# ---- design 1 ----
Design 1, the metal 2 layer:
Scale: 2 px per micron. Cells faint in the background.
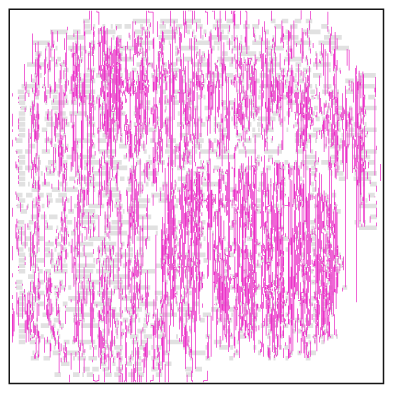

### src/rtl/dct_da_pkg.sv
// dct_da_pkg: shared definitions for the distributed-arithmetic DCT engine.
//   - ROM_W / ROM_FRAC : width and fraction bits of the stored Q2.14 table
//   - frac_bits()      : fraction bits for a given coefficient word width
//   - state_e          : engine FSM states
//   - ROM_TABLE        : R[k][a] = round-half-away(2^14 * sum over set bits i
//                        of a of c(k)*cos((2i+1)k*pi/16)), k = 0..7, a = 0..15
//   - rom_coef()       : table lookup returning one Q2.14 word
package dct_da_pkg;

  localparam int unsigned ROM_W    = 16;
  localparam int unsigned ROM_FRAC = ROM_W - 2;

  function automatic int unsigned frac_bits(input int unsigned coef_w);
    return coef_w - 2;
  endfunction

  typedef enum logic [1:0] {
    IDLE,
    CALC,
    DONE
  } state_e;

  // Rows are k, columns are a with bit i of a selecting butterfly output u(i).
  localparam int ROM_TABLE [8][16] = '{
    '{0,  5793,  5793, 11585,  5793, 11585, 11585, 17378,
      5793, 11585, 11585, 17378, 11585, 17378, 17378, 23170},
    '{0,  8035,  6811, 14846,  4551, 12586, 11363, 19397,
      1598,  9633,  8410, 16444,  6149, 14184, 12961, 20995},
    '{0,  7568,  3135, 10703, -3135,  4433,     0,  7568,
     -7568,     0, -4433,  3135, -10703, -3135, -7568,   0},
    '{0,  6811, -1598,  5213, -8035, -1223, -9633, -2821,
     -4551,  2260, -6149,   662, -12586, -5774, -14184, -7373},
    '{0,  5793, -5793,     0, -5793,     0, -11585, -5793,
      5793, 11585,     0,  5793,     0,  5793, -5793,     0},
    '{0,  4551, -8035, -3483,  1598,  6149, -6436, -1885,
      6811, 11363, -1223,  3328,  8410, 12961,   375,  4926},
    '{0,  3135, -7568, -4433,  7568, 10703,     0,  3135,
     -3135,     0, -10703, -7568,  4433,  7568, -3135,    0},
    '{0,  1598, -4551, -2953,  6811,  8410,  2260,  3858,
     -8035, -6436, -12586, -10988, -1223,   375, -5774, -4176}
  };

  function automatic logic signed [ROM_W-1:0] rom_coef(input logic [2:0] k,
                                                       input logic [3:0] a);
    return ROM_W'(ROM_TABLE[k][a]);
  endfunction

endpackage

### src/rtl/dct_da_rom.sv
// dct_da_rom: combinational coefficient ROM for the DA engine.
//   k_i    [2:0]        coefficient index
//   a_i    [3:0]        DA address (bit i = current bit of u(i))
//   coef_o [COEF_W-1:0] signed Q2.(COEF_W-2) partial-sum coefficient
module dct_da_rom
  import dct_da_pkg::*;
#(
  parameter int unsigned COEF_W = 16
) (
  input  logic        [2:0]        k_i,
  input  logic        [3:0]        a_i,
  output logic signed [COEF_W-1:0] coef_o
);

  logic signed [ROM_W-1:0] base;

  assign base = rom_coef(k_i, a_i);

  // The table is stored at Q2.14; other word widths rescale it.
  if (COEF_W >= ROM_W) begin : g_wide
    assign coef_o = COEF_W'(base) <<< (COEF_W - ROM_W);
  end else begin : g_narrow
    localparam int unsigned SH = ROM_W - COEF_W;
    logic signed [ROM_W:0] rnd;
    assign rnd    = (ROM_W+1)'(base) + ((ROM_W+1)'(1) <<< (SH - 1));
    assign coef_o = COEF_W'(rnd >>> SH);
  end

endmodule

### src/rtl/dct_da_coef.sv
// dct_da_coef: runtime-selectable 8-point DCT-II coefficient engine using
// bit-serial distributed arithmetic. One coefficient X(k) per 8-sample block.
//   clk, rst_n            clock, asynchronous active-low reset
//   en                    clock enable (all state holds when low)
//   in_valid / in_ready   input handshake; in_x0..in_x7 samples, in_k index
//   out_valid / out_ready output handshake
//   out_data [OUT_W-1:0]  X(k)*2^(COEF_W-2), full precision
//   out_k    [2:0]        index of the result
module dct_da_coef
  import dct_da_pkg::*;
#(
  parameter int unsigned DATA_W = 8,
  parameter int unsigned COEF_W = 16,
  parameter int unsigned OUT_W  = DATA_W + COEF_W + 2
) (
  input  logic                     clk,
  input  logic                     rst_n,
  input  logic                     en,
  input  logic                     in_valid,
  output logic                     in_ready,
  input  logic signed [DATA_W-1:0] in_x0,
  input  logic signed [DATA_W-1:0] in_x1,
  input  logic signed [DATA_W-1:0] in_x2,
  input  logic signed [DATA_W-1:0] in_x3,
  input  logic signed [DATA_W-1:0] in_x4,
  input  logic signed [DATA_W-1:0] in_x5,
  input  logic signed [DATA_W-1:0] in_x6,
  input  logic signed [DATA_W-1:0] in_x7,
  input  logic        [2:0]        in_k,
  output logic                     out_valid,
  input  logic                     out_ready,
  output logic signed [OUT_W-1:0]  out_data,
  output logic        [2:0]        out_k
);

  localparam int unsigned U_W   = DATA_W + 1;
  localparam int unsigned CNT_W = $clog2(DATA_W + 1);

  state_e                   state_q;
  logic signed [U_W-1:0]    u_q [4];
  logic        [2:0]        k_q;
  logic        [CNT_W-1:0]  cnt_q;
  logic signed [OUT_W-1:0]  acc_q;
  logic signed [OUT_W-1:0]  acc_d;
  logic signed [OUT_W-1:0]  out_data_q;
  logic        [2:0]        out_k_q;
  logic                     out_valid_q;
  logic                     in_ready_q;

  logic signed [U_W-1:0]    x_ext [8];
  logic signed [U_W-1:0]    bfly  [4];
  logic        [3:0]        rom_a;
  logic signed [COEF_W-1:0] coef;
  logic signed [OUT_W-1:0]  coef_ext;
  logic                     accept;

  // Butterfly: even k uses symmetric sums, odd k antisymmetric differences.
  always_comb begin
    x_ext[0] = U_W'(in_x0);
    x_ext[1] = U_W'(in_x1);
    x_ext[2] = U_W'(in_x2);
    x_ext[3] = U_W'(in_x3);
    x_ext[4] = U_W'(in_x4);
    x_ext[5] = U_W'(in_x5);
    x_ext[6] = U_W'(in_x6);
    x_ext[7] = U_W'(in_x7);
    for (int unsigned i = 0; i < 4; i++) begin
      bfly[i] = in_k[0] ? (x_ext[i] - x_ext[7-i]) : (x_ext[i] + x_ext[7-i]);
    end
  end

  always_comb begin
    rom_a = '0;
    for (int unsigned i = 0; i < 4; i++) begin
      rom_a[i] = u_q[i][cnt_q];
    end
  end

  dct_da_rom #(
    .COEF_W(COEF_W)
  ) u_rom (
    .k_i   (k_q),
    .a_i   (rom_a),
    .coef_o(coef)
  );

  // The first (sign-bit) step subtracts: two's-complement MSB weight is negative.
  always_comb begin
    coef_ext = OUT_W'(coef);
    if (cnt_q == CNT_W'(DATA_W)) acc_d = (acc_q <<< 1) - coef_ext;
    else                         acc_d = (acc_q <<< 1) + coef_ext;
  end

  // In DONE the slot frees on the same edge the result retires.
  assign in_ready = in_ready_q | ((state_q == DONE) & out_ready);
  assign accept   = en & in_valid & in_ready;

  always_ff @(posedge clk or negedge rst_n) begin
    if (!rst_n) begin
      state_q     <= IDLE;
      for (int unsigned i = 0; i < 4; i++) u_q[i] <= '0;
      k_q         <= '0;
      cnt_q       <= '0;
      acc_q       <= '0;
      out_data_q  <= '0;
      out_k_q     <= '0;
      out_valid_q <= 1'b0;
      in_ready_q  <= 1'b1;
    end else if (en) begin
      if (accept) begin
        for (int unsigned i = 0; i < 4; i++) u_q[i] <= bfly[i];
        k_q         <= in_k;
        cnt_q       <= CNT_W'(DATA_W);
        acc_q       <= '0;
        out_valid_q <= 1'b0;
        in_ready_q  <= 1'b0;
        state_q     <= CALC;
      end else begin
        unique case (state_q)
          IDLE: ;
          CALC: begin
            acc_q <= acc_d;
            if (cnt_q == '0) begin
              out_data_q  <= acc_d;
              out_k_q     <= k_q;
              out_valid_q <= 1'b1;
              state_q     <= DONE;
            end else begin
              cnt_q <= cnt_q - 1'b1;
            end
          end
          DONE: begin
            if (out_ready) begin
              out_valid_q <= 1'b0;
              in_ready_q  <= 1'b1;
              state_q     <= IDLE;
            end
          end
          default: state_q <= IDLE;
        endcase
      end
    end
  end

  assign out_valid = out_valid_q;
  assign out_data  = out_data_q;
  assign out_k     = out_k_q;

endmodule
### config.mk
export PLATFORM = sky130hd
export DESIGN_NAME = dct_da_coef
export DESIGN_NICKNAME = d
export VERILOG_FILES = /design/src/rtl/dct_da_pkg.sv /design/src/rtl/dct_da_rom.sv /design/src/rtl/dct_da_coef.sv
export SDC_FILE = /design/constraint.sdc
export NUM_CORES = 1
export LEC_CHECK = 0
export CAP_MARGIN = 0
export CELL_PAD_IN_SITES_DETAIL_PLACEMENT = 1
export CELL_PAD_IN_SITES_GLOBAL_PLACEMENT = 2
export CORE_MARGIN = 2
export CORE_UTILIZATION = 35
export CTS_CLUSTER_DIAMETER = 60
export CTS_CLUSTER_SIZE = 25
export DETAILED_ROUTE_END_ITERATION = 12
export PLACE_DENSITY = 0.85
export SLEW_MARGIN = 20
export SYNTH_ARGS = -nofsm -noshare
export SYNTH_HDL_FRONTEND = slang
export SYNTH_HIERARCHICAL = 1
export SYNTH_SLANG_ARGS = --single-unit
### constraint.sdc
create_clock -name clk -period 6.75 [get_ports clk]
set_clock_uncertainty 0.2 [all_clocks]
set_input_delay 1.0125 -clock clk [delete_from_list [all_inputs] [get_ports clk]]
set_output_delay 1.0125 -clock clk [all_outputs]
set_load 0.005 [all_outputs]
# ---- design 2 ----
===== src/rtl/fc_sched_pkg.sv =====
`default_nettype none
// ============================================================================
//  Module      : fc_sched_pkg
//  Description : Shared constants, state encoding and frame builder for the
//                fast command scheduler.
//                Contents: frame width, frame header, idle frame, scheduler
//                state enum and make_frame().
//  Revision    : 1.0 - initial release
// ============================================================================
package fc_sched_pkg;

    localparam int         FRAME_W    = 8;
    localparam logic [2:0] FRAME_HDR  = 3'b110;
    localparam logic [7:0] IDLE_FRAME = 8'b1100_0001;

    typedef enum logic [1:0] {
        ST_DISABLED = 2'd0,
        ST_ALIGN    = 2'd1,
        ST_RUN      = 2'd2,
        ST_DRAIN    = 2'd3
    } state_t;

    // Every frame is header, 4-bit command, trailing 1.
    function automatic logic [FRAME_W-1:0] make_frame(input logic [3:0] c);
        return {FRAME_HDR, c, 1'b1};
    endfunction

endpackage
`default_nettype wire


===== src/rtl/fast_command_scheduler_if.sv =====
`default_nettype none
// ============================================================================
//  Module      : fast_command_scheduler_if
//  Description : Requester bus of the fast command scheduler.
//                req  : per-requester request level
//                cmd  : per-requester 4-bit command, requester i on [4i+3:4i]
//                ack  : one-cycle grant pulse, one-hot or zero
//                master = requester side, slave = scheduler side.
//  Revision    : 1.0 - initial release
// ============================================================================
interface fast_command_scheduler_if #(
    parameter int NREQ = 4
);
    logic [NREQ-1:0]   req;
    logic [4*NREQ-1:0] cmd;
    logic [NREQ-1:0]   ack;

    modport master (output req, output cmd, input  ack);
    modport slave  (input  req, input  cmd, output ack);
endinterface
`default_nettype wire


===== src/rtl/fc_rr_arbiter.sv =====
`default_nettype none
// ============================================================================
//  Module      : fc_rr_arbiter
//  Description : Combinational round-robin arbiter.
//                req   (in)  : request vector
//                ptr   (in)  : highest-priority index this round
//                grant (out) : one-hot grant, zero when nothing requested
//                valid (out) : a grant was issued
//  Revision    : 1.0 - initial release
// ============================================================================
module fc_rr_arbiter #(
    parameter int NREQ = 4,
    parameter int PW   = 2
) (
    input  wire logic [NREQ-1:0] req,
    input  wire logic [PW-1:0]   ptr,
    output logic      [NREQ-1:0] grant,
    output logic                 valid
);

    logic found;

    always_comb begin
        grant = '0;
        found = 1'b0;
        // First pass: indices at or above the pointer.
        for (int i = 0; i < NREQ; i++) begin
            if (!found && req[i] && (i >= int'(ptr))) begin
                grant[i] = 1'b1;
                found    = 1'b1;
            end
        end
        // Second pass wraps to the indices below the pointer.
        for (int i = 0; i < NREQ; i++) begin
            if (!found && req[i]) begin
                grant[i] = 1'b1;
                found    = 1'b1;
            end
        end
        valid = found;
    end

endmodule
`default_nettype wire


===== src/rtl/fast_command_scheduler.sv =====
`default_nettype none
// ============================================================================
//  Module      : fast_command_scheduler
//  Description : Serialises 8-bit fast-command frames, MSB first, one frame
//                every 8 clocks. In RUN each frame slot carries the orbit
//                command (orbit frame 0), a round-robin granted requester
//                command, or an idle frame.
//                sel_fast_clock (in)  : bit clock, rising edge
//                arstn          (in)  : asynchronous active-low reset
//                enable         (in)  : schedule requests when high
//                orbit_enable   (in)  : insert ORBIT_CMD at orbit frame 0
//                bus            (if)  : req/cmd in, ack out
//                fast_command_out(out): serial frame stream
//                frame_start    (out) : high while frame bit 7 is on the line
//                orbit_count    (out) : orbit frame index
//                deferred_count (out) : saturating count of deferred loads
//  Revision    : 1.0 - initial release
// ============================================================================
module fast_command_scheduler
    import fc_sched_pkg::*;
#(
    parameter int          NREQ         = 4,
    parameter int unsigned ORBIT_FRAMES = 3564,
    parameter logic [3:0]  ORBIT_CMD    = 4'b0001
) (
    input  wire logic              sel_fast_clock,
    input  wire logic              arstn,
    input  wire logic              enable,
    input  wire logic              orbit_enable,
    fast_command_scheduler_if.slave bus,
    output logic                   fast_command_out,
    output logic                   frame_start,
    output logic [15:0]            orbit_count,
    output logic [15:0]            deferred_count
);

    localparam int          PW         = (NREQ > 1) ? $clog2(NREQ) : 1;
    localparam logic [15:0] ORBIT_LAST = 16'(ORBIT_FRAMES - 1);

    if (ORBIT_CMD == 4'b0000) begin : g_bad_orbit_cmd
        $error("ORBIT_CMD must differ from the idle command 4'b0000");
    end
    if ((NREQ < 1) || (NREQ > 8)) begin : g_bad_nreq
        $error("NREQ must be within 1..8");
    end

    state_t               state_q, state_d;
    logic [2:0]           bit_cnt_q, bit_cnt_d;
    logic [FRAME_W-1:0]   frame_q, frame_d;
    logic                 fc_out_q, fc_out_d;
    logic                 frame_start_q, frame_start_d;
    logic [15:0]          orbit_count_q, orbit_count_d;
    logic [15:0]          deferred_q, deferred_d;
    logic [PW-1:0]        rr_ptr_q, rr_ptr_d;

    logic [NREQ-1:0]      grant;
    logic                 grant_valid;
    logic [PW-1:0]        grant_idx;
    logic [3:0]           grant_cmd;
    logic [NREQ-1:0]      ack_c;
    logic [15:0]          orbit_next;
    logic                 load;

    fc_rr_arbiter #(
        .NREQ (NREQ),
        .PW   (PW)
    ) u_arb (
        .req   (bus.req),
        .ptr   (rr_ptr_q),
        .grant (grant),
        .valid (grant_valid)
    );

    always_comb begin
        grant_idx = '0;
        grant_cmd = 4'h0;
        for (int i = 0; i < NREQ; i++) begin
            if (grant[i]) begin
                grant_idx = PW'(i);
                grant_cmd = bus.cmd[4*i +: 4];
            end
        end
    end

    always_comb begin
        state_d       = state_q;
        bit_cnt_d     = bit_cnt_q + 3'd1;
        frame_d       = {frame_q[FRAME_W-2:0], 1'b0};
        fc_out_d      = frame_q[FRAME_W-1];
        // Bit 7 sits in frame_q during count 0 and reaches the output pin
        // one clock later, so frame_start is registered from count 0 too.
        frame_start_d = (bit_cnt_q == 3'd0);
        orbit_count_d = orbit_count_q;
        deferred_d    = deferred_q;
        rr_ptr_d      = rr_ptr_q;
        ack_c         = '0;
        load          = (bit_cnt_q == 3'd7);
        orbit_next    = (orbit_count_q == ORBIT_LAST) ? 16'd0
                                                      : orbit_count_q + 16'd1;

        if (load) begin
            frame_d = IDLE_FRAME;
        end

        case (state_q)
            ST_DISABLED: begin
                orbit_count_d = 16'd0;
                if (enable) begin
                    state_d = ST_ALIGN;
                end
            end
            ST_ALIGN: begin
                orbit_count_d = 16'd0;
                if (!enable) begin
                    state_d = ST_DISABLED;
                end else if (load) begin
                    state_d = ST_RUN;
                end
            end
            ST_RUN: begin
                if (load) begin
                    // A load coinciding with enable falling is still
                    // scheduled normally; DRAIN starts afterwards.
                    orbit_count_d = orbit_next;
                    if (orbit_enable && (orbit_next == 16'd0)) begin
                        frame_d = make_frame(ORBIT_CMD);
                        if ((|bus.req) && (deferred_q != 16'hFFFF)) begin
                            deferred_d = deferred_q + 16'd1;
                        end
                    end else if (grant_valid) begin
                        frame_d  = make_frame(grant_cmd);
                        ack_c    = grant;
                        rr_ptr_d = (grant_idx == PW'(NREQ - 1)) ? '0
                                                                : grant_idx + PW'(1);
                    end
                    if (!enable) begin
                        state_d = ST_DRAIN;
                    end
                end else if (!enable) begin
                    state_d = ST_DRAIN;
                end
            end
            ST_DRAIN: begin
                orbit_count_d = 16'd0;
                if (load) begin
                    state_d = ST_DISABLED;
                end
            end
            default: begin
                state_d = ST_DISABLED;
            end
        endcase
    end

    always_ff @(posedge sel_fast_clock or negedge arstn) begin
        if (!arstn) begin
            state_q       <= ST_DISABLED;
            bit_cnt_q     <= 3'd0;
            frame_q       <= IDLE_FRAME;
            fc_out_q      <= 1'b0;
            frame_start_q <= 1'b0;
            orbit_count_q <= 16'd0;
            deferred_q    <= 16'd0;
            rr_ptr_q      <= '0;
        end else begin
            state_q       <= state_d;
            bit_cnt_q     <= bit_cnt_d;
            frame_q       <= frame_d;
            fc_out_q      <= fc_out_d;
            frame_start_q <= frame_start_d;
            orbit_count_q <= orbit_count_d;
            deferred_q    <= deferred_d;
            rr_ptr_q      <= rr_ptr_d;
        end
    end

    assign bus.ack          = ack_c;
    assign fast_command_out = fc_out_q;
    assign frame_start      = frame_start_q;
    assign orbit_count      = orbit_count_q;
    assign deferred_count   = deferred_q;

endmodule
`default_nettype wire

===== src/flat_wrapper.sv =====
// flat-port wrapper written by rule: the top's interface ports become plain ports
module fast_command_scheduler_flat import fc_sched_pkg::*;
#(
    parameter int          NREQ         = 4,
    parameter int unsigned ORBIT_FRAMES = 3564,
    parameter logic [3:0]  ORBIT_CMD    = 4'b0001
)
  (sel_fast_clock, arstn, enable, orbit_enable, fast_command_out, frame_start, orbit_count, deferred_count, bus_req, bus_cmd, bus_ack);
  fast_command_scheduler_if #(.NREQ(NREQ)) bus_i ();
  input  wire logic sel_fast_clock;
  input  wire logic arstn;
  input  wire logic enable;
  input  wire logic orbit_enable;
  output logic fast_command_out;
  output logic frame_start;
  output logic [15:0] orbit_count;
  output logic [15:0] deferred_count;
  input wire logic [$bits(bus_i.req)-1:0] bus_req;
  input wire logic [$bits(bus_i.cmd)-1:0] bus_cmd;
  output wire logic [$bits(bus_i.ack)-1:0] bus_ack;
  assign bus_i.req = bus_req;
  assign bus_i.cmd = bus_cmd;
  assign bus_ack = bus_i.ack;
  fast_command_scheduler #(.NREQ(NREQ), .ORBIT_FRAMES(ORBIT_FRAMES), .ORBIT_CMD(ORBIT_CMD)) u_core (.sel_fast_clock(sel_fast_clock), .arstn(arstn), .enable(enable), .orbit_enable(orbit_enable), .bus(bus_i), .fast_command_out(fast_command_out), .frame_start(frame_start), .orbit_count(orbit_count), .deferred_count(deferred_count));
endmodule

===== config.mk =====
export PLATFORM = sky130hd
export DESIGN_NAME = fast_command_scheduler_flat
export DESIGN_NICKNAME = d
export VERILOG_FILES = /design/src/rtl/fc_sched_pkg.sv /design/src/rtl/fast_command_scheduler_if.sv /design/src/rtl/fc_rr_arbiter.sv /design/src/rtl/fast_command_scheduler.sv /design/src/flat_wrapper.sv
export SDC_FILE = /design/constraint.sdc
export NUM_CORES = 1
export LEC_CHECK = 0
export ABC_CLOCK_PERIOD_IN_PS = 2950
export CAP_MARGIN = 20
export CORE_AREA = 2 2 85 87
export DETAILED_ROUTE_END_ITERATION = 12
export DIE_AREA = 0 0 87 89
export PLACE_DENSITY = 0.71
export SETUP_SLACK_MARGIN = 0.5
export SLEW_MARGIN = 5
export SYNTH_ARGS = -nofsm -noshare
export SYNTH_HDL_FRONTEND = slang
export SYNTH_HIERARCHICAL = 1
export SYNTH_SLANG_ARGS = --single-unit

===== constraint.sdc =====
create_clock -name sel_fast_clock -period 2.95 [get_ports sel_fast_clock]
set_clock_uncertainty 0.2 [all_clocks]
set_input_delay 0.59 -clock sel_fast_clock [delete_from_list [all_inputs] [get_ports sel_fast_clock]]
set_output_delay 0.59 -clock sel_fast_clock [all_outputs]
set_load 0.01 [all_outputs]

# ---- design 3 ----
===== src/rtl/mips_dmem_responder.sv =====
// Data-memory responder: valid/ready request and response channels around a
// DEPTH-word register array with programmable wait states. MIPS_DMEM_STATS_EN adds load/store counters.
module mips_dmem_responder #(
  parameter int unsigned ADDR_W      = 5,
  parameter int unsigned DATA_W      = 32,
  parameter int unsigned WAIT_CYCLES = 2
) (
  input  logic              clk,
  input  logic              rst,
  input  logic              req_valid,
  output logic              req_ready,
  input  logic              req_wr,
  input  logic [ADDR_W-1:0] req_addr,
  input  logic [DATA_W-1:0] req_wdata,
  output logic              resp_valid,
  input  logic              resp_ready,
  output logic              resp_wr,
  output logic [DATA_W-1:0] resp_rdata,
  output logic              busy
`ifdef MIPS_DMEM_STATS_EN
  ,
  output logic [15:0]       rd_count,
  output logic [15:0]       wr_count
`endif
);

  localparam int unsigned DEPTH = 2 ** ADDR_W;
  localparam int unsigned CNT_W = 4;

  typedef enum logic [1:0] {
    IDLE,
    WAIT,
    RESP
  } state_t;

  state_t              state;
  logic [CNT_W-1:0]    cnt;
  logic                cap_wr;
  logic [ADDR_W-1:0]   cap_addr;
  logic [DATA_W-1:0]   cap_wdata;
  logic [DATA_W-1:0]   mem [DEPTH];

  // Single-outstanding transaction engine; all outputs registered.
  always_ff @(posedge clk) begin
    if (rst) begin
      state      <= IDLE;
      req_ready  <= 1'b1;
      resp_valid <= 1'b0;
      resp_wr    <= 1'b0;
      resp_rdata <= '0;
      busy       <= 1'b0;
      cnt        <= '0;
      cap_wr     <= 1'b0;
      cap_addr   <= '0;
      cap_wdata  <= '0;
      for (int unsigned i = 0; i < DEPTH; i++) begin
        mem[ADDR_W'(i)] <= '0;
      end
`ifdef MIPS_DMEM_STATS_EN
      rd_count   <= '0;
      wr_count   <= '0;
`endif
    end else begin
      case (state)
        IDLE: begin
          if (req_valid && req_ready) begin
            cap_wr    <= req_wr;
            cap_addr  <= req_addr;
            cap_wdata <= req_wdata;
            cnt       <= CNT_W'(WAIT_CYCLES);
            req_ready <= 1'b0;
            busy      <= 1'b1;
            state     <= WAIT;
          end
        end
        WAIT: begin
          if (cnt != '0) begin
            cnt <= cnt - CNT_W'(1);
          end else begin
            // Commit: stores echo the written word back as the response data.
            if (cap_wr) begin
              mem[cap_addr] <= cap_wdata;
              resp_rdata    <= cap_wdata;
`ifdef MIPS_DMEM_STATS_EN
              if (wr_count != 16'hFFFF) wr_count <= wr_count + 16'd1;
`endif
            end else begin
              resp_rdata <= mem[cap_addr];
`ifdef MIPS_DMEM_STATS_EN
              if (rd_count != 16'hFFFF) rd_count <= rd_count + 16'd1;
`endif
            end
            resp_wr    <= cap_wr;
            resp_valid <= 1'b1;
            state      <= RESP;
          end
        end
        RESP: begin
          if (resp_valid && resp_ready) begin
            resp_valid <= 1'b0;
            req_ready  <= 1'b1;
            busy       <= 1'b0;
            state      <= IDLE;
          end
        end
        default: begin
          state      <= IDLE;
          req_ready  <= 1'b1;
          resp_valid <= 1'b0;
          busy       <= 1'b0;
        end
      endcase
    end
  end

endmodule

===== config.mk =====
export PLATFORM = sky130hd
export DESIGN_NAME = mips_dmem_responder
export DESIGN_NICKNAME = d
export VERILOG_FILES = /design/src/rtl/mips_dmem_responder.sv
export SDC_FILE = /design/constraint.sdc
export NUM_CORES = 1
export LEC_CHECK = 0
export ABC_AREA = 1
export CELL_PAD_IN_SITES_DETAIL_PLACEMENT = 1
export CELL_PAD_IN_SITES_GLOBAL_PLACEMENT = 1
export CORE_MARGIN = 3
export CORE_UTILIZATION = 44
export CTS_CLUSTER_SIZE = 16
export DETAILED_ROUTE_END_ITERATION = 10
export PLACE_DENSITY_LB_ADDON = 0.1
export SLEW_MARGIN = 10
export SYNTH_ARGS = -nofsm -noshare
export SYNTH_HDL_FRONTEND = slang
export SYNTH_SLANG_ARGS = --single-unit

===== constraint.sdc =====
create_clock -name clk -period 2.55 [get_ports clk]
set_input_delay 0.51 -clock clk [delete_from_list [all_inputs] [get_ports clk]]
set_output_delay 0.51 -clock clk [all_outputs]
set_load 0.01 [all_outputs]

# ---- design 4 ----
==> config.mk <==
export PLATFORM = sky130hd
export DESIGN_NAME = div_sequencer_flat
export DESIGN_NICKNAME = d
export VERILOG_FILES = /design/src/rtl/div_pkg.sv /design/src/rtl/div_sequencer_if.sv /design/src/rtl/div_sequencer_addsub_unit.sv /design/src/rtl/div_sequencer.sv /design/src/flat_wrapper.sv
export SDC_FILE = /design/constraint.sdc
export NUM_CORES = 1
export LEC_CHECK = 0
export CORE_MARGIN = 3
export CORE_UTILIZATION = 51
export DETAILED_ROUTE_END_ITERATION = 8
export PLACE_DENSITY = 0.78
export SLEW_MARGIN = 20
export SYNTH_ARGS = -nofsm -noshare
export SYNTH_HDL_FRONTEND = slang
export SYNTH_SLANG_ARGS = --single-unit
==> constraint.sdc <==
create_clock -name clk -period 6.3 [get_ports clk]
set_clock_uncertainty 0.2 [all_clocks]
set_input_delay 1.575 -clock clk [delete_from_list [all_inputs] [get_ports clk]]
set_output_delay 1.575 -clock clk [all_outputs]
set_load 0.05 [all_outputs]
==> src/rtl/div_pkg.sv <==
// Shared definitions for the restoring divider: default width, state encoding, counter sizing.
package div_pkg;

  localparam int unsigned DefaultWidth = 32;

  localparam logic [3:0] EncIdle  = 4'd0;
  localparam logic [3:0] EncInit  = 4'd1;
  localparam logic [3:0] EncIter  = 4'd2;
  localparam logic [3:0] EncDone  = 4'd3;
  localparam logic [3:0] EncPreA  = 4'd4;
  localparam logic [3:0] EncPreB  = 4'd5;
  localparam logic [3:0] EncPostQ = 4'd6;
  localparam logic [3:0] EncPostR = 4'd7;

  typedef enum logic [3:0] {
    StIdle  = EncIdle,
    StInit  = EncInit,
    StIter  = EncIter,
    StDone  = EncDone,
    StPreA  = EncPreA,
    StPreB  = EncPreB,
    StPostQ = EncPostQ,
    StPostR = EncPostR
  } state_e;

  function automatic int unsigned cnt_width(input int unsigned width);
    return $clog2(width) + 1;
  endfunction

endpackage

==> src/rtl/div_sequencer_if.sv <==
// Request/result bundle of div_sequencer; signed_op exists only when DIV_SIGNED_EN is defined.
interface div_sequencer_if #(
  parameter int unsigned WIDTH = div_pkg::DefaultWidth
);
  logic             start;
  logic [WIDTH-1:0] dividend;
  logic [WIDTH-1:0] divisor;
`ifdef DIV_SIGNED_EN
  logic             signed_op;
`endif
  logic             busy;
  logic             done;
  logic [WIDTH-1:0] quotient;
  logic [WIDTH-1:0] remainder;
  logic             div_by_zero;

`ifdef DIV_SIGNED_EN
  modport master (output start, dividend, divisor, signed_op,
                  input busy, done, quotient, remainder, div_by_zero);
  modport slave  (input start, dividend, divisor, signed_op,
                  output busy, done, quotient, remainder, div_by_zero);
`else
  modport master (output start, dividend, divisor,
                  input busy, done, quotient, remainder, div_by_zero);
  modport slave  (input start, dividend, divisor,
                  output busy, done, quotient, remainder, div_by_zero);
`endif
endinterface

==> src/rtl/div_sequencer_addsub_unit.sv <==
// Shared adder/subtractor: sum = a + (b ^ {sub}) + sub, so sub=1 gives a - b with cout = (a >= b).
module addsub_unit #(
  parameter int unsigned WIDTH = 32
) (
  input  logic [WIDTH-1:0] a,
  input  logic [WIDTH-1:0] b,
  input  logic             sub,
  output logic [WIDTH-1:0] sum,
  output logic             cout
);
  always_comb begin
    {cout, sum} = {1'b0, a} + {1'b0, b ^ {WIDTH{sub}}} + {{WIDTH{1'b0}}, sub};
  end
endmodule

==> src/rtl/div_sequencer.sv <==
// Restoring divider sequencer, one trial subtraction per clock through a single addsub_unit.
// Build option: DIV_SIGNED_EN adds signed_op and the PRE_A/PRE_B/POST_Q/POST_R sign-fixup states.
module div_sequencer
  import div_pkg::*;
#(
  parameter int unsigned WIDTH = DefaultWidth
) (
  input logic clk,
  input logic rst,
  div_sequencer_if.slave bus
);
  localparam int unsigned    CntW    = cnt_width(WIDTH);
  localparam logic [CntW-1:0] LastCnt = CntW'(WIDTH - 1);

  state_e            state_q, state_d;
  logic [WIDTH-1:0]  r_q, r_d, q_q, q_d, d_q, d_d;
  logic [CntW-1:0]   cnt_q, cnt_d;
  logic              zero_q, zero_d;
  logic              busy_q, busy_d, done_q, done_d, dbz_q, dbz_d;
  logic [WIDTH-1:0]  quot_q, quot_d, rem_q, rem_d;
`ifdef DIV_SIGNED_EN
  logic              neg_a_q, neg_a_d, neg_b_q, neg_b_d;
`endif

  logic [WIDTH-1:0]  add_a, add_b, add_sum;
  logic              add_sub, add_cout;
  logic [WIDTH-1:0]  r_sh;
  logic              ovf, success;

  assign r_sh    = {r_q[WIDTH-2:0], q_q[WIDTH-1]};
  assign ovf     = r_q[WIDTH-1];
  assign success = ovf | add_cout;

  // Operand mux: negations in the signed states are computed as 0 - x.
  always_comb begin
    add_a   = '0;
    add_b   = '0;
    add_sub = 1'b0;
    unique case (state_q)
      StIter:  begin add_a = r_sh; add_b = d_q; add_sub = 1'b1; end
      StPreA:  begin add_b = q_q;  add_sub = 1'b1; end
      StPreB:  begin add_b = d_q;  add_sub = 1'b1; end
      StPostQ: begin add_b = q_q;  add_sub = 1'b1; end
      StPostR: begin add_b = r_q;  add_sub = 1'b1; end
      default: ;
    endcase
  end

  addsub_unit #(.WIDTH(WIDTH)) u_addsub (
    .a    (add_a),
    .b    (add_b),
    .sub  (add_sub),
    .sum  (add_sum),
    .cout (add_cout)
  );

  always_comb begin
    state_d = state_q;
    r_d     = r_q;
    q_d     = q_q;
    d_d     = d_q;
    cnt_d   = cnt_q;
    zero_d  = zero_q;
    busy_d  = busy_q;
    done_d  = 1'b0;
    dbz_d   = dbz_q;
    quot_d  = quot_q;
    rem_d   = rem_q;
`ifdef DIV_SIGNED_EN
    neg_a_d = neg_a_q;
    neg_b_d = neg_b_q;
`endif
    unique case (state_q)
      StIdle: begin
        busy_d = bus.start;
        if (bus.start) begin
          state_d = StInit;
          q_d     = bus.dividend;
          d_d     = bus.divisor;
`ifdef DIV_SIGNED_EN
          neg_a_d = bus.signed_op & bus.dividend[WIDTH-1];
          neg_b_d = bus.signed_op & bus.divisor[WIDTH-1];
`endif
        end
      end
      StInit: begin
        cnt_d = '0;
        r_d   = '0;
        if (d_q == '0) begin
          q_d     = '1;
          r_d     = q_q;
          zero_d  = 1'b1;
          state_d = StDone;
        end else begin
          zero_d  = 1'b0;
`ifdef DIV_SIGNED_EN
          state_d = StPreA;
`else
          state_d = StIter;
`endif
        end
      end
`ifdef DIV_SIGNED_EN
      StPreA: begin
        if (neg_a_q) q_d = add_sum;
        state_d = StPreB;
      end
      StPreB: begin
        if (neg_b_q) d_d = add_sum;
        state_d = StIter;
      end
      StPostQ: begin
        if (neg_a_q ^ neg_b_q) q_d = add_sum;
        state_d = StPostR;
      end
      StPostR: begin
        if (neg_a_q) r_d = add_sum;
        state_d = StDone;
      end
`endif
      StIter: begin
        q_d = {q_q[WIDTH-2:0], success};
        r_d = success ? add_sum : r_sh;
        if (cnt_q == LastCnt) begin
`ifdef DIV_SIGNED_EN
          state_d = StPostQ;
`else
          state_d = StDone;
`endif
        end else begin
          cnt_d = cnt_q + CntW'(1);
        end
      end
      StDone: begin
        done_d  = 1'b1;
        quot_d  = q_q;
        rem_d   = r_q;
        dbz_d   = zero_q;
        state_d = StIdle;
      end
      default: state_d = StIdle;
    endcase
  end

  always_ff @(posedge clk or posedge rst) begin
    if (rst) begin
      state_q <= StIdle;
      r_q     <= '0;
      q_q     <= '0;
      d_q     <= '0;
      cnt_q   <= '0;
      zero_q  <= 1'b0;
      busy_q  <= 1'b0;
      done_q  <= 1'b0;
      dbz_q   <= 1'b0;
      quot_q  <= '0;
      rem_q   <= '0;
`ifdef DIV_SIGNED_EN
      neg_a_q <= 1'b0;
      neg_b_q <= 1'b0;
`endif
    end else begin
      state_q <= state_d;
      r_q     <= r_d;
      q_q     <= q_d;
      d_q     <= d_d;
      cnt_q   <= cnt_d;
      zero_q  <= zero_d;
      busy_q  <= busy_d;
      done_q  <= done_d;
      dbz_q   <= dbz_d;
      quot_q  <= quot_d;
      rem_q   <= rem_d;
`ifdef DIV_SIGNED_EN
      neg_a_q <= neg_a_d;
      neg_b_q <= neg_b_d;
`endif
    end
  end

  assign bus.busy        = busy_q;
  assign bus.done        = done_q;
  assign bus.quotient    = quot_q;
  assign bus.remainder   = rem_q;
  assign bus.div_by_zero = dbz_q;

endmodule
==> src/flat_wrapper.sv <==
// flat-port wrapper written by rule: the top's interface ports become plain ports
module div_sequencer_flat import div_pkg::*;
#(
  parameter int unsigned WIDTH = DefaultWidth
)
  (clk, rst, bus_start, bus_dividend, bus_divisor, bus_busy, bus_done, bus_quotient, bus_remainder, bus_div_by_zero);
  div_sequencer_if #(.WIDTH(WIDTH)) bus_i ();
  input logic clk;
  input logic rst;
  input wire logic [$bits(bus_i.start)-1:0] bus_start;
  input wire logic [$bits(bus_i.dividend)-1:0] bus_dividend;
  input wire logic [$bits(bus_i.divisor)-1:0] bus_divisor;
  output wire logic [$bits(bus_i.busy)-1:0] bus_busy;
  output wire logic [$bits(bus_i.done)-1:0] bus_done;
  output wire logic [$bits(bus_i.quotient)-1:0] bus_quotient;
  output wire logic [$bits(bus_i.remainder)-1:0] bus_remainder;
  output wire logic [$bits(bus_i.div_by_zero)-1:0] bus_div_by_zero;
  assign bus_i.start = bus_start;
  assign bus_i.dividend = bus_dividend;
  assign bus_i.divisor = bus_divisor;
  assign bus_busy = bus_i.busy;
  assign bus_done = bus_i.done;
  assign bus_quotient = bus_i.quotient;
  assign bus_remainder = bus_i.remainder;
  assign bus_div_by_zero = bus_i.div_by_zero;
  div_sequencer #(.WIDTH(WIDTH)) u_core (.clk(clk), .rst(rst), .bus(bus_i));
endmodule
Design 1, I/O nets highlighted:
Scale: 2 px per micron.
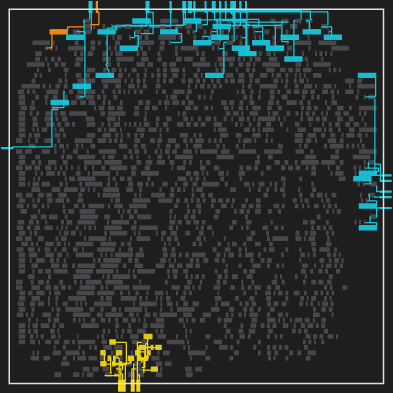
yellow -> in_x4  # bits 8, direction input, edge south, end cells 18, buffers 8, wire 240 microns
cyan -> out_data  # bits 26, direction output, edge 20 north, 5 east, 1 west, end cells 26, buffers 26, wire 1,000 microns
orange -> out_valid  # bits 1, direction output, edge north, end cells 1, buffers 1, wire 41.3 microns

Notes on 'the metal 2 layer' of design 1 above:
nets with wire on the layer = 1,499
wire length on this layer = 21.6 mm
main direction = vertical
share of all routed wire = 47%
longest straight run = 141 microns

==> flow_summary.ini, design 1 <==
; generated from flow reports
[run_status]
outcome = finished, final reports clean

[worst_setup_path]
critical-path-slowest-cell = dfrtp_1
critPathMaxFanout = 28
cp.buffers_inverters = 3
r2r_cells = 22

[global_route]
grt_remaining_overflow = 0
antenna_found_initial = 1
grt_usage_pct = 26.0

[cells_and_area]
final_layout_size_suffix_gt1_share_pct = 8.43
final_cells = 2068
logic_gates = 1250
inverters = 82
regMostFlops = u_q
ff_count = 101
layout_top_cell = nand2_1

[synth]
synth-main-ff-cell = dfrtp_1
edf_count = 0
syn-mean-instance-area_sq_um = 7.56
fa_ha_area_share_pct = 11.9
ys_top_cells_by_area = dfrtp_1, ha_1, nand2_1
xor_share_pct = 5.12
common_cells = nand2_1, a21oi_1, o21ai_0
top_area_share_pct = 21.5
top_cell = nand2_1

[routing]
wl_per_cell_microns = 22.1
vias_per_cell = 5.90

[power_and_ir_drop]
power_leader = sequential cells
clkPwrFrac_pct = 39.2
power_uw = 1400
p_seq_share_pct = 43.3
power.static_leakage_uw = 0.00577

[cts]
postCtsHoldBufs = 0
cts_setup_buffers = 0
cts_inserted_buffers = 9

[floorplan]
fp_util_pct = 35.7
coreArea_sq_um = 32600

[final_timing]
min_period_over_period_pct = 92.4
hold_slack_ns = 0.277
hold_viol = 0

[min_path]
min_from = out_data[1]$_DFFE_PN0P_
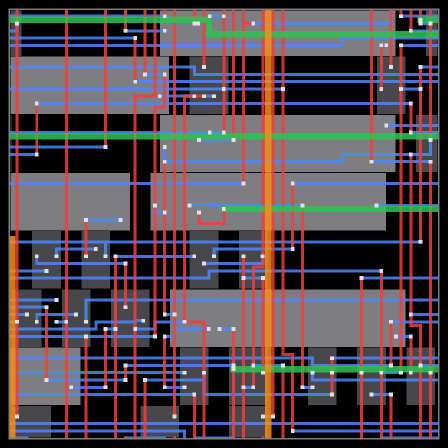
Design 3: zoomed window
Region (246, 246) to (266, 266) microns. Cells in gray, sequential cells in the stronger gray; small squares are vias.
red -> met2
green -> met3
orange -> met4
blue -> met1
netlist names of flops here include = mem (6)
cells with their middle in the window = 23
sequential cells in the window = 6
most frequent = nand2_1 (7), edfxtp_1 (6), nand3_1 (5)

==> flow_summary.ini, design 3 <==
; generated from flow reports
[final_timing]
fin_skew_ns = 0.0465
hold_viol = 0
finalCriticalPeriod_ns = 2.46
drv_slew = 0

[cts]
h-tree-depth = 3
postCtsHoldBufs = 0
clk_latency_ns = 0.72

[synth]
syn-mean-instance-area_sq_um = 8.96
syn_area_sq_um = 49700
ys_sh_mux_pct = 0
synth_cells = 5542
fa_ha_area_share_pct = 0.0504
ys.flops = 1104
top_area_share_pct = 61.9

[power_and_ir_drop]
power_uw = 55800
switchingPower_uw = 20300
cellPowerDensity_nw_per_um2 = 953
power_leader = sequential cells
netSwitchingFraction_pct = 36.4

[routing]
route.met2.wl_microns = 89100
dr_total_vias = 39800
wirelength_microns = 186000

[cells_and_area]
final_area_sq_um = 58600
fin_util_pct = 52.6
largestClassByArea = flip-flops and latches
fin_nets = 5722
inverters = 53

[worst_setup_path]
r2r_slack_ns = 0.09
required_ns = 2.96
r2r-start = cnt[0]$_SDFFE_PP0P_
max_stage_delay_ns = 0.34

[min_path]
holdPathStages = 3

[run_status]
outcome = finished, final reports clean

[global_route]
use_met2_pct = 52.4
grt_max_degree = 107

[placed_design]
gp_congestion = 0.895
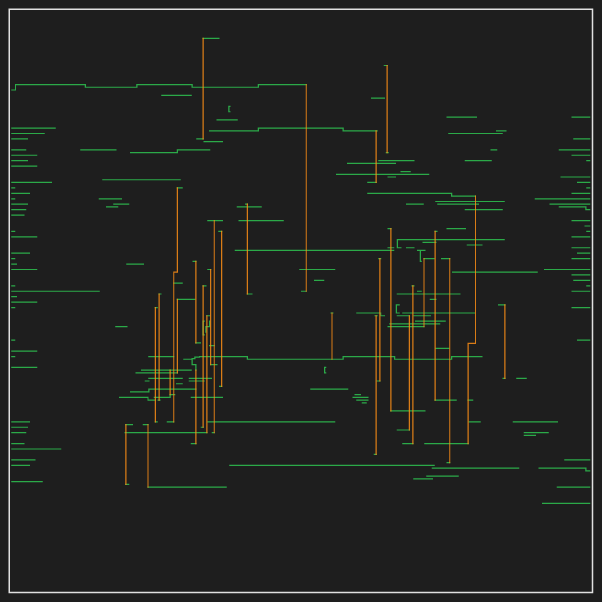
Design 4: wiring by layer
Scale: 4 px per micron. Two of the layers only.
orange -> met4  # wire length 905 microns
green -> met3  # wire length 1,380 microns

==> flow_summary.ini, design 4 <==
; generated from flow reports
[run_status]
outcome = finished, final reports clean

[worst_setup_path]
r2r_slack_ns = 1.98
critical-path-slowest-cell = ha_2
critPathArrivalTime_ns = 4.39
r2r-start = u_core.state_q[0]$_DFFE_PP0P_
crit_start = u_core.state_q[0]$_DFFE_PP0P_

[placed_design]
port_buffers = 133
dpl.cell_count = 1398

[cells_and_area]
final_layout_size_suffix_gt1_share_pct = 14.4
sh_seq_area_pct = 35.9
comb_area_share_pct = 44.4
combGateArea_sq_um = 5320

[routing]
wirelength_microns = 26500
vias_per_cell = 5.86

[cts]
clk_latency_ns = 0.44

[power_and_ir_drop]
power_leader = combinational logic
cellPowerDensity_nw_per_um2 = 611

[global_route]
grt_max_degree = 135
gr-max-usage-layer = met2
grt_remaining_overflow = 0

[synth]
fa_ha_area_share_pct = 4.87
top_logic_kind = AND-OR/OR-AND gates
common_cells = dfrtp_1, nand2_1, o21ai_0
ys_cells = 1059
syn-mean-instance-area_sq_um = 9.37
ys.flops = 172
synth_seq_share_pct = 43.4
aoi_share_pct = 17.6

[final_timing]
fin_setup_tns_ns = 0

[floorplan]
chipArea_sq_um = 21200
num_rows = 50

[min_path]
min_from = u_core.bus.remainder[27]$_DFFE_PP0P_

[job]
tool_warnings = 32
Design 2, wiring by layer:
Scale: 6 px per micron. Two of the layers only.
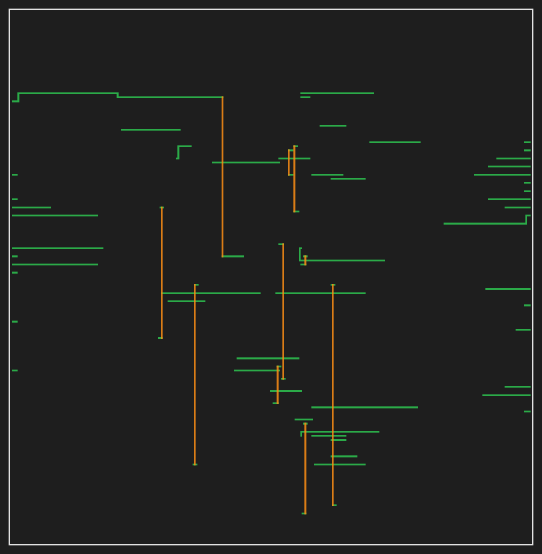
orange -> met4  # wire length 175 microns
green -> met3  # wire length 371 microns

Design 2, zoomed window:
Region (55, 57) to (75, 77) microns. Cells in gray, sequential cells in the stronger gray; small squares are vias.
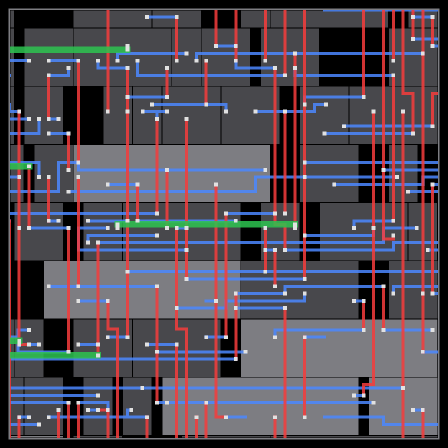
green -> met3
blue -> met1
red -> met2
cells with their middle in the window = 33
netlist names of flops here include = u_core/frame_q (2), u_core/rr_ptr_q (2)
sequential cells in the window = 4
most frequent = buf_4 (6), inv_1 (4), dfrtp_1 (4)

==> flow_summary.ini, design 2 <==
; generated from flow reports
[run_status]
outcome = complete, but fails checks
failed_checks = negative setup slack

[cells_and_area]
fin_nets = 470
fillers = 443
ff_count = 49

[worst_setup_path]
path_cells = buf_6, and4bb_2, a211oi_2, nor4b_2, buf_4, a41oi_4, o211ai_4, buf_6, nor2_2, buf_2
worstSetupStartpointType = flip-flop

[synth]
ys_cells = 302
largest_area_cell = dfrtp_1

[final_timing]
drv_slew = 0
setup_ws_ns = -0.184
setup_viol = 4

[global_route]
grt_remaining_overflow = 0
grt_pass1_vias = 2990

[power_and_ir_drop]
switchingPower_uw = 391
netSwitchingFraction_pct = 26.3

[cts]
clk_latency_ns = 0.30
cts_tree = done

## Gallery

The metal 2 layer.
image #1
Scale: 2 px per micron. Cells faint in the background.
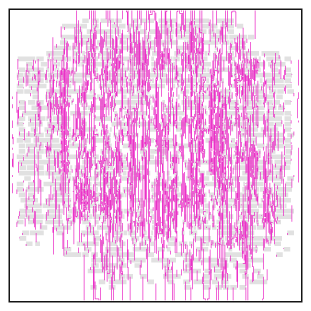
image #2
Scale: 1 px per micron. Cells faint in the background.
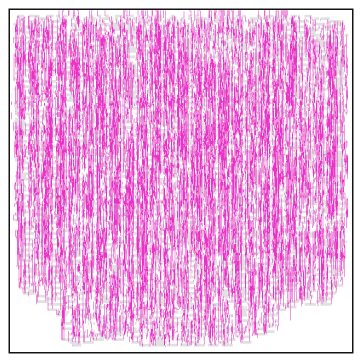
image #3
Scale: 4 px per micron. Cells faint in the background.
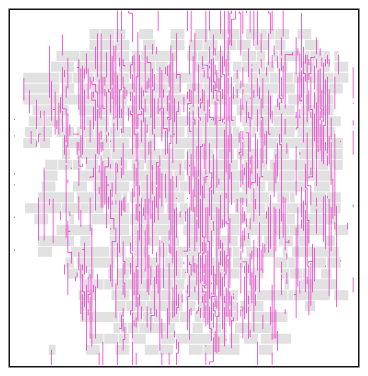
Design 3 is image #2.
Design 4 is image #1.
Design 2 is image #3.



## Gallery

I/O nets highlighted.
picture 1
Scale: 1 px per micron.
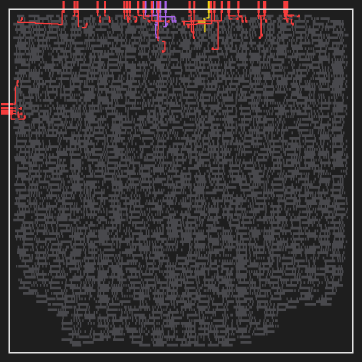
picture 2
Scale: 4 px per micron.
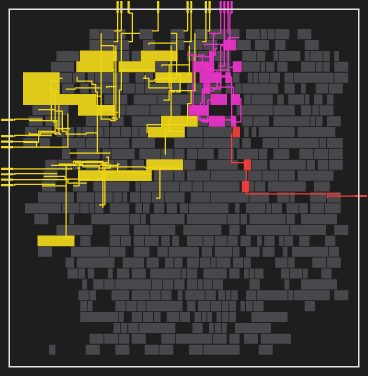
picture 3
Scale: 2 px per micron.
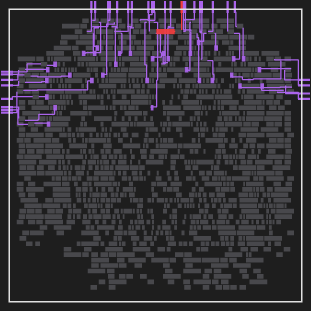
design 3: picture 1
design 2: picture 2
design 4: picture 3
- most cells: picture 1
- smallest die: picture 2

Key to picture 3:
purple -> bus_dividend  # bits 32, direction input, edge 20 north, 8 west, 4 east, end cells 32, buffers 32, wire 994 microns
red -> bus_done  # bits 1, direction output, edge north, end cells 1, buffers 1, wire 10.5 microns


## Gallery

Clock routing.
(a)
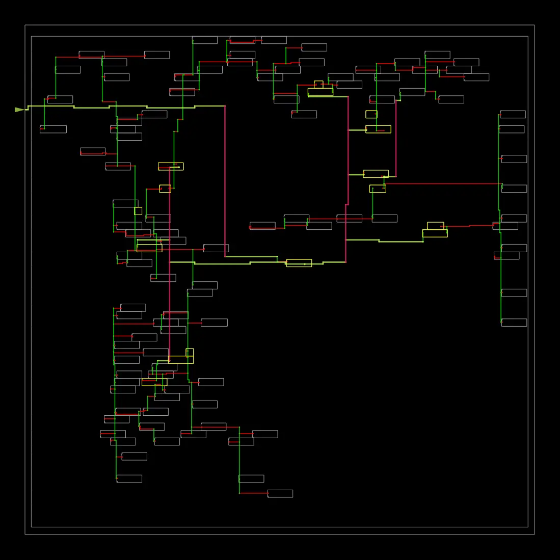
(b)
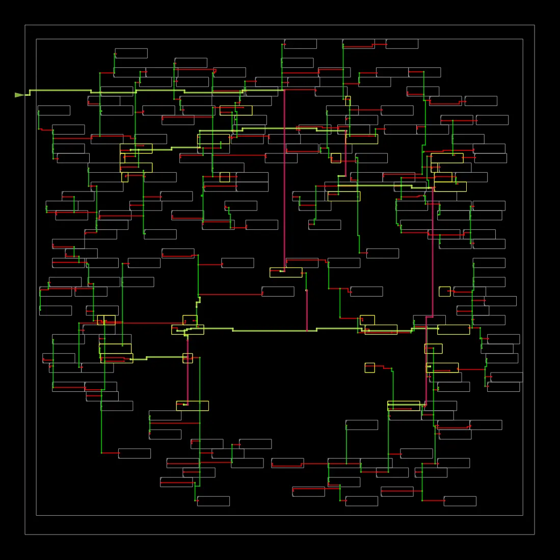
(c)
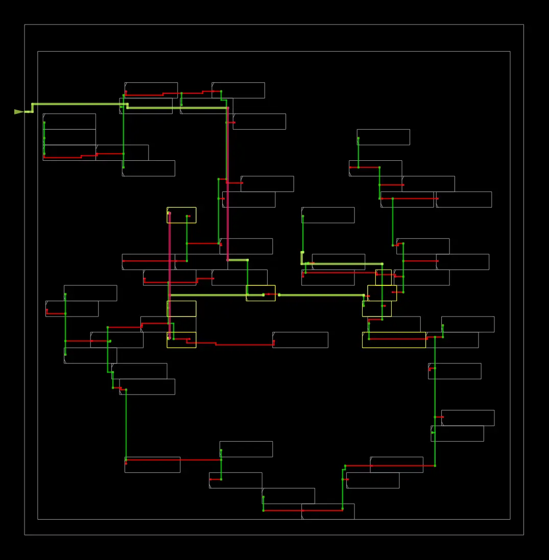
(d)
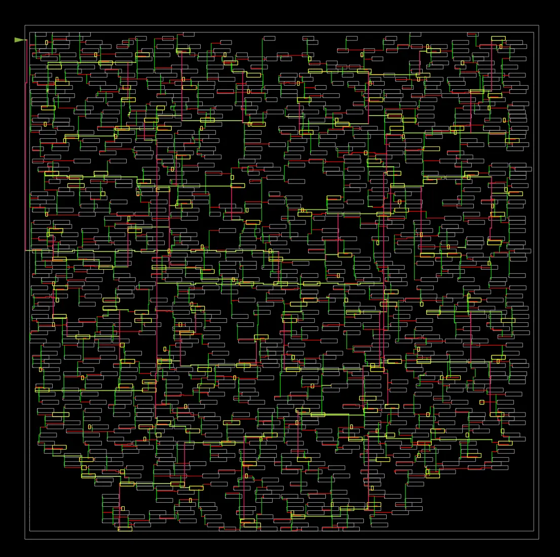
The one with the most sequential cells is (d).
| picture | from |
|---|---|
| (a) | design 1 |
| (c) | design 2 |
| (d) | design 3 |
| (b) | design 4 |

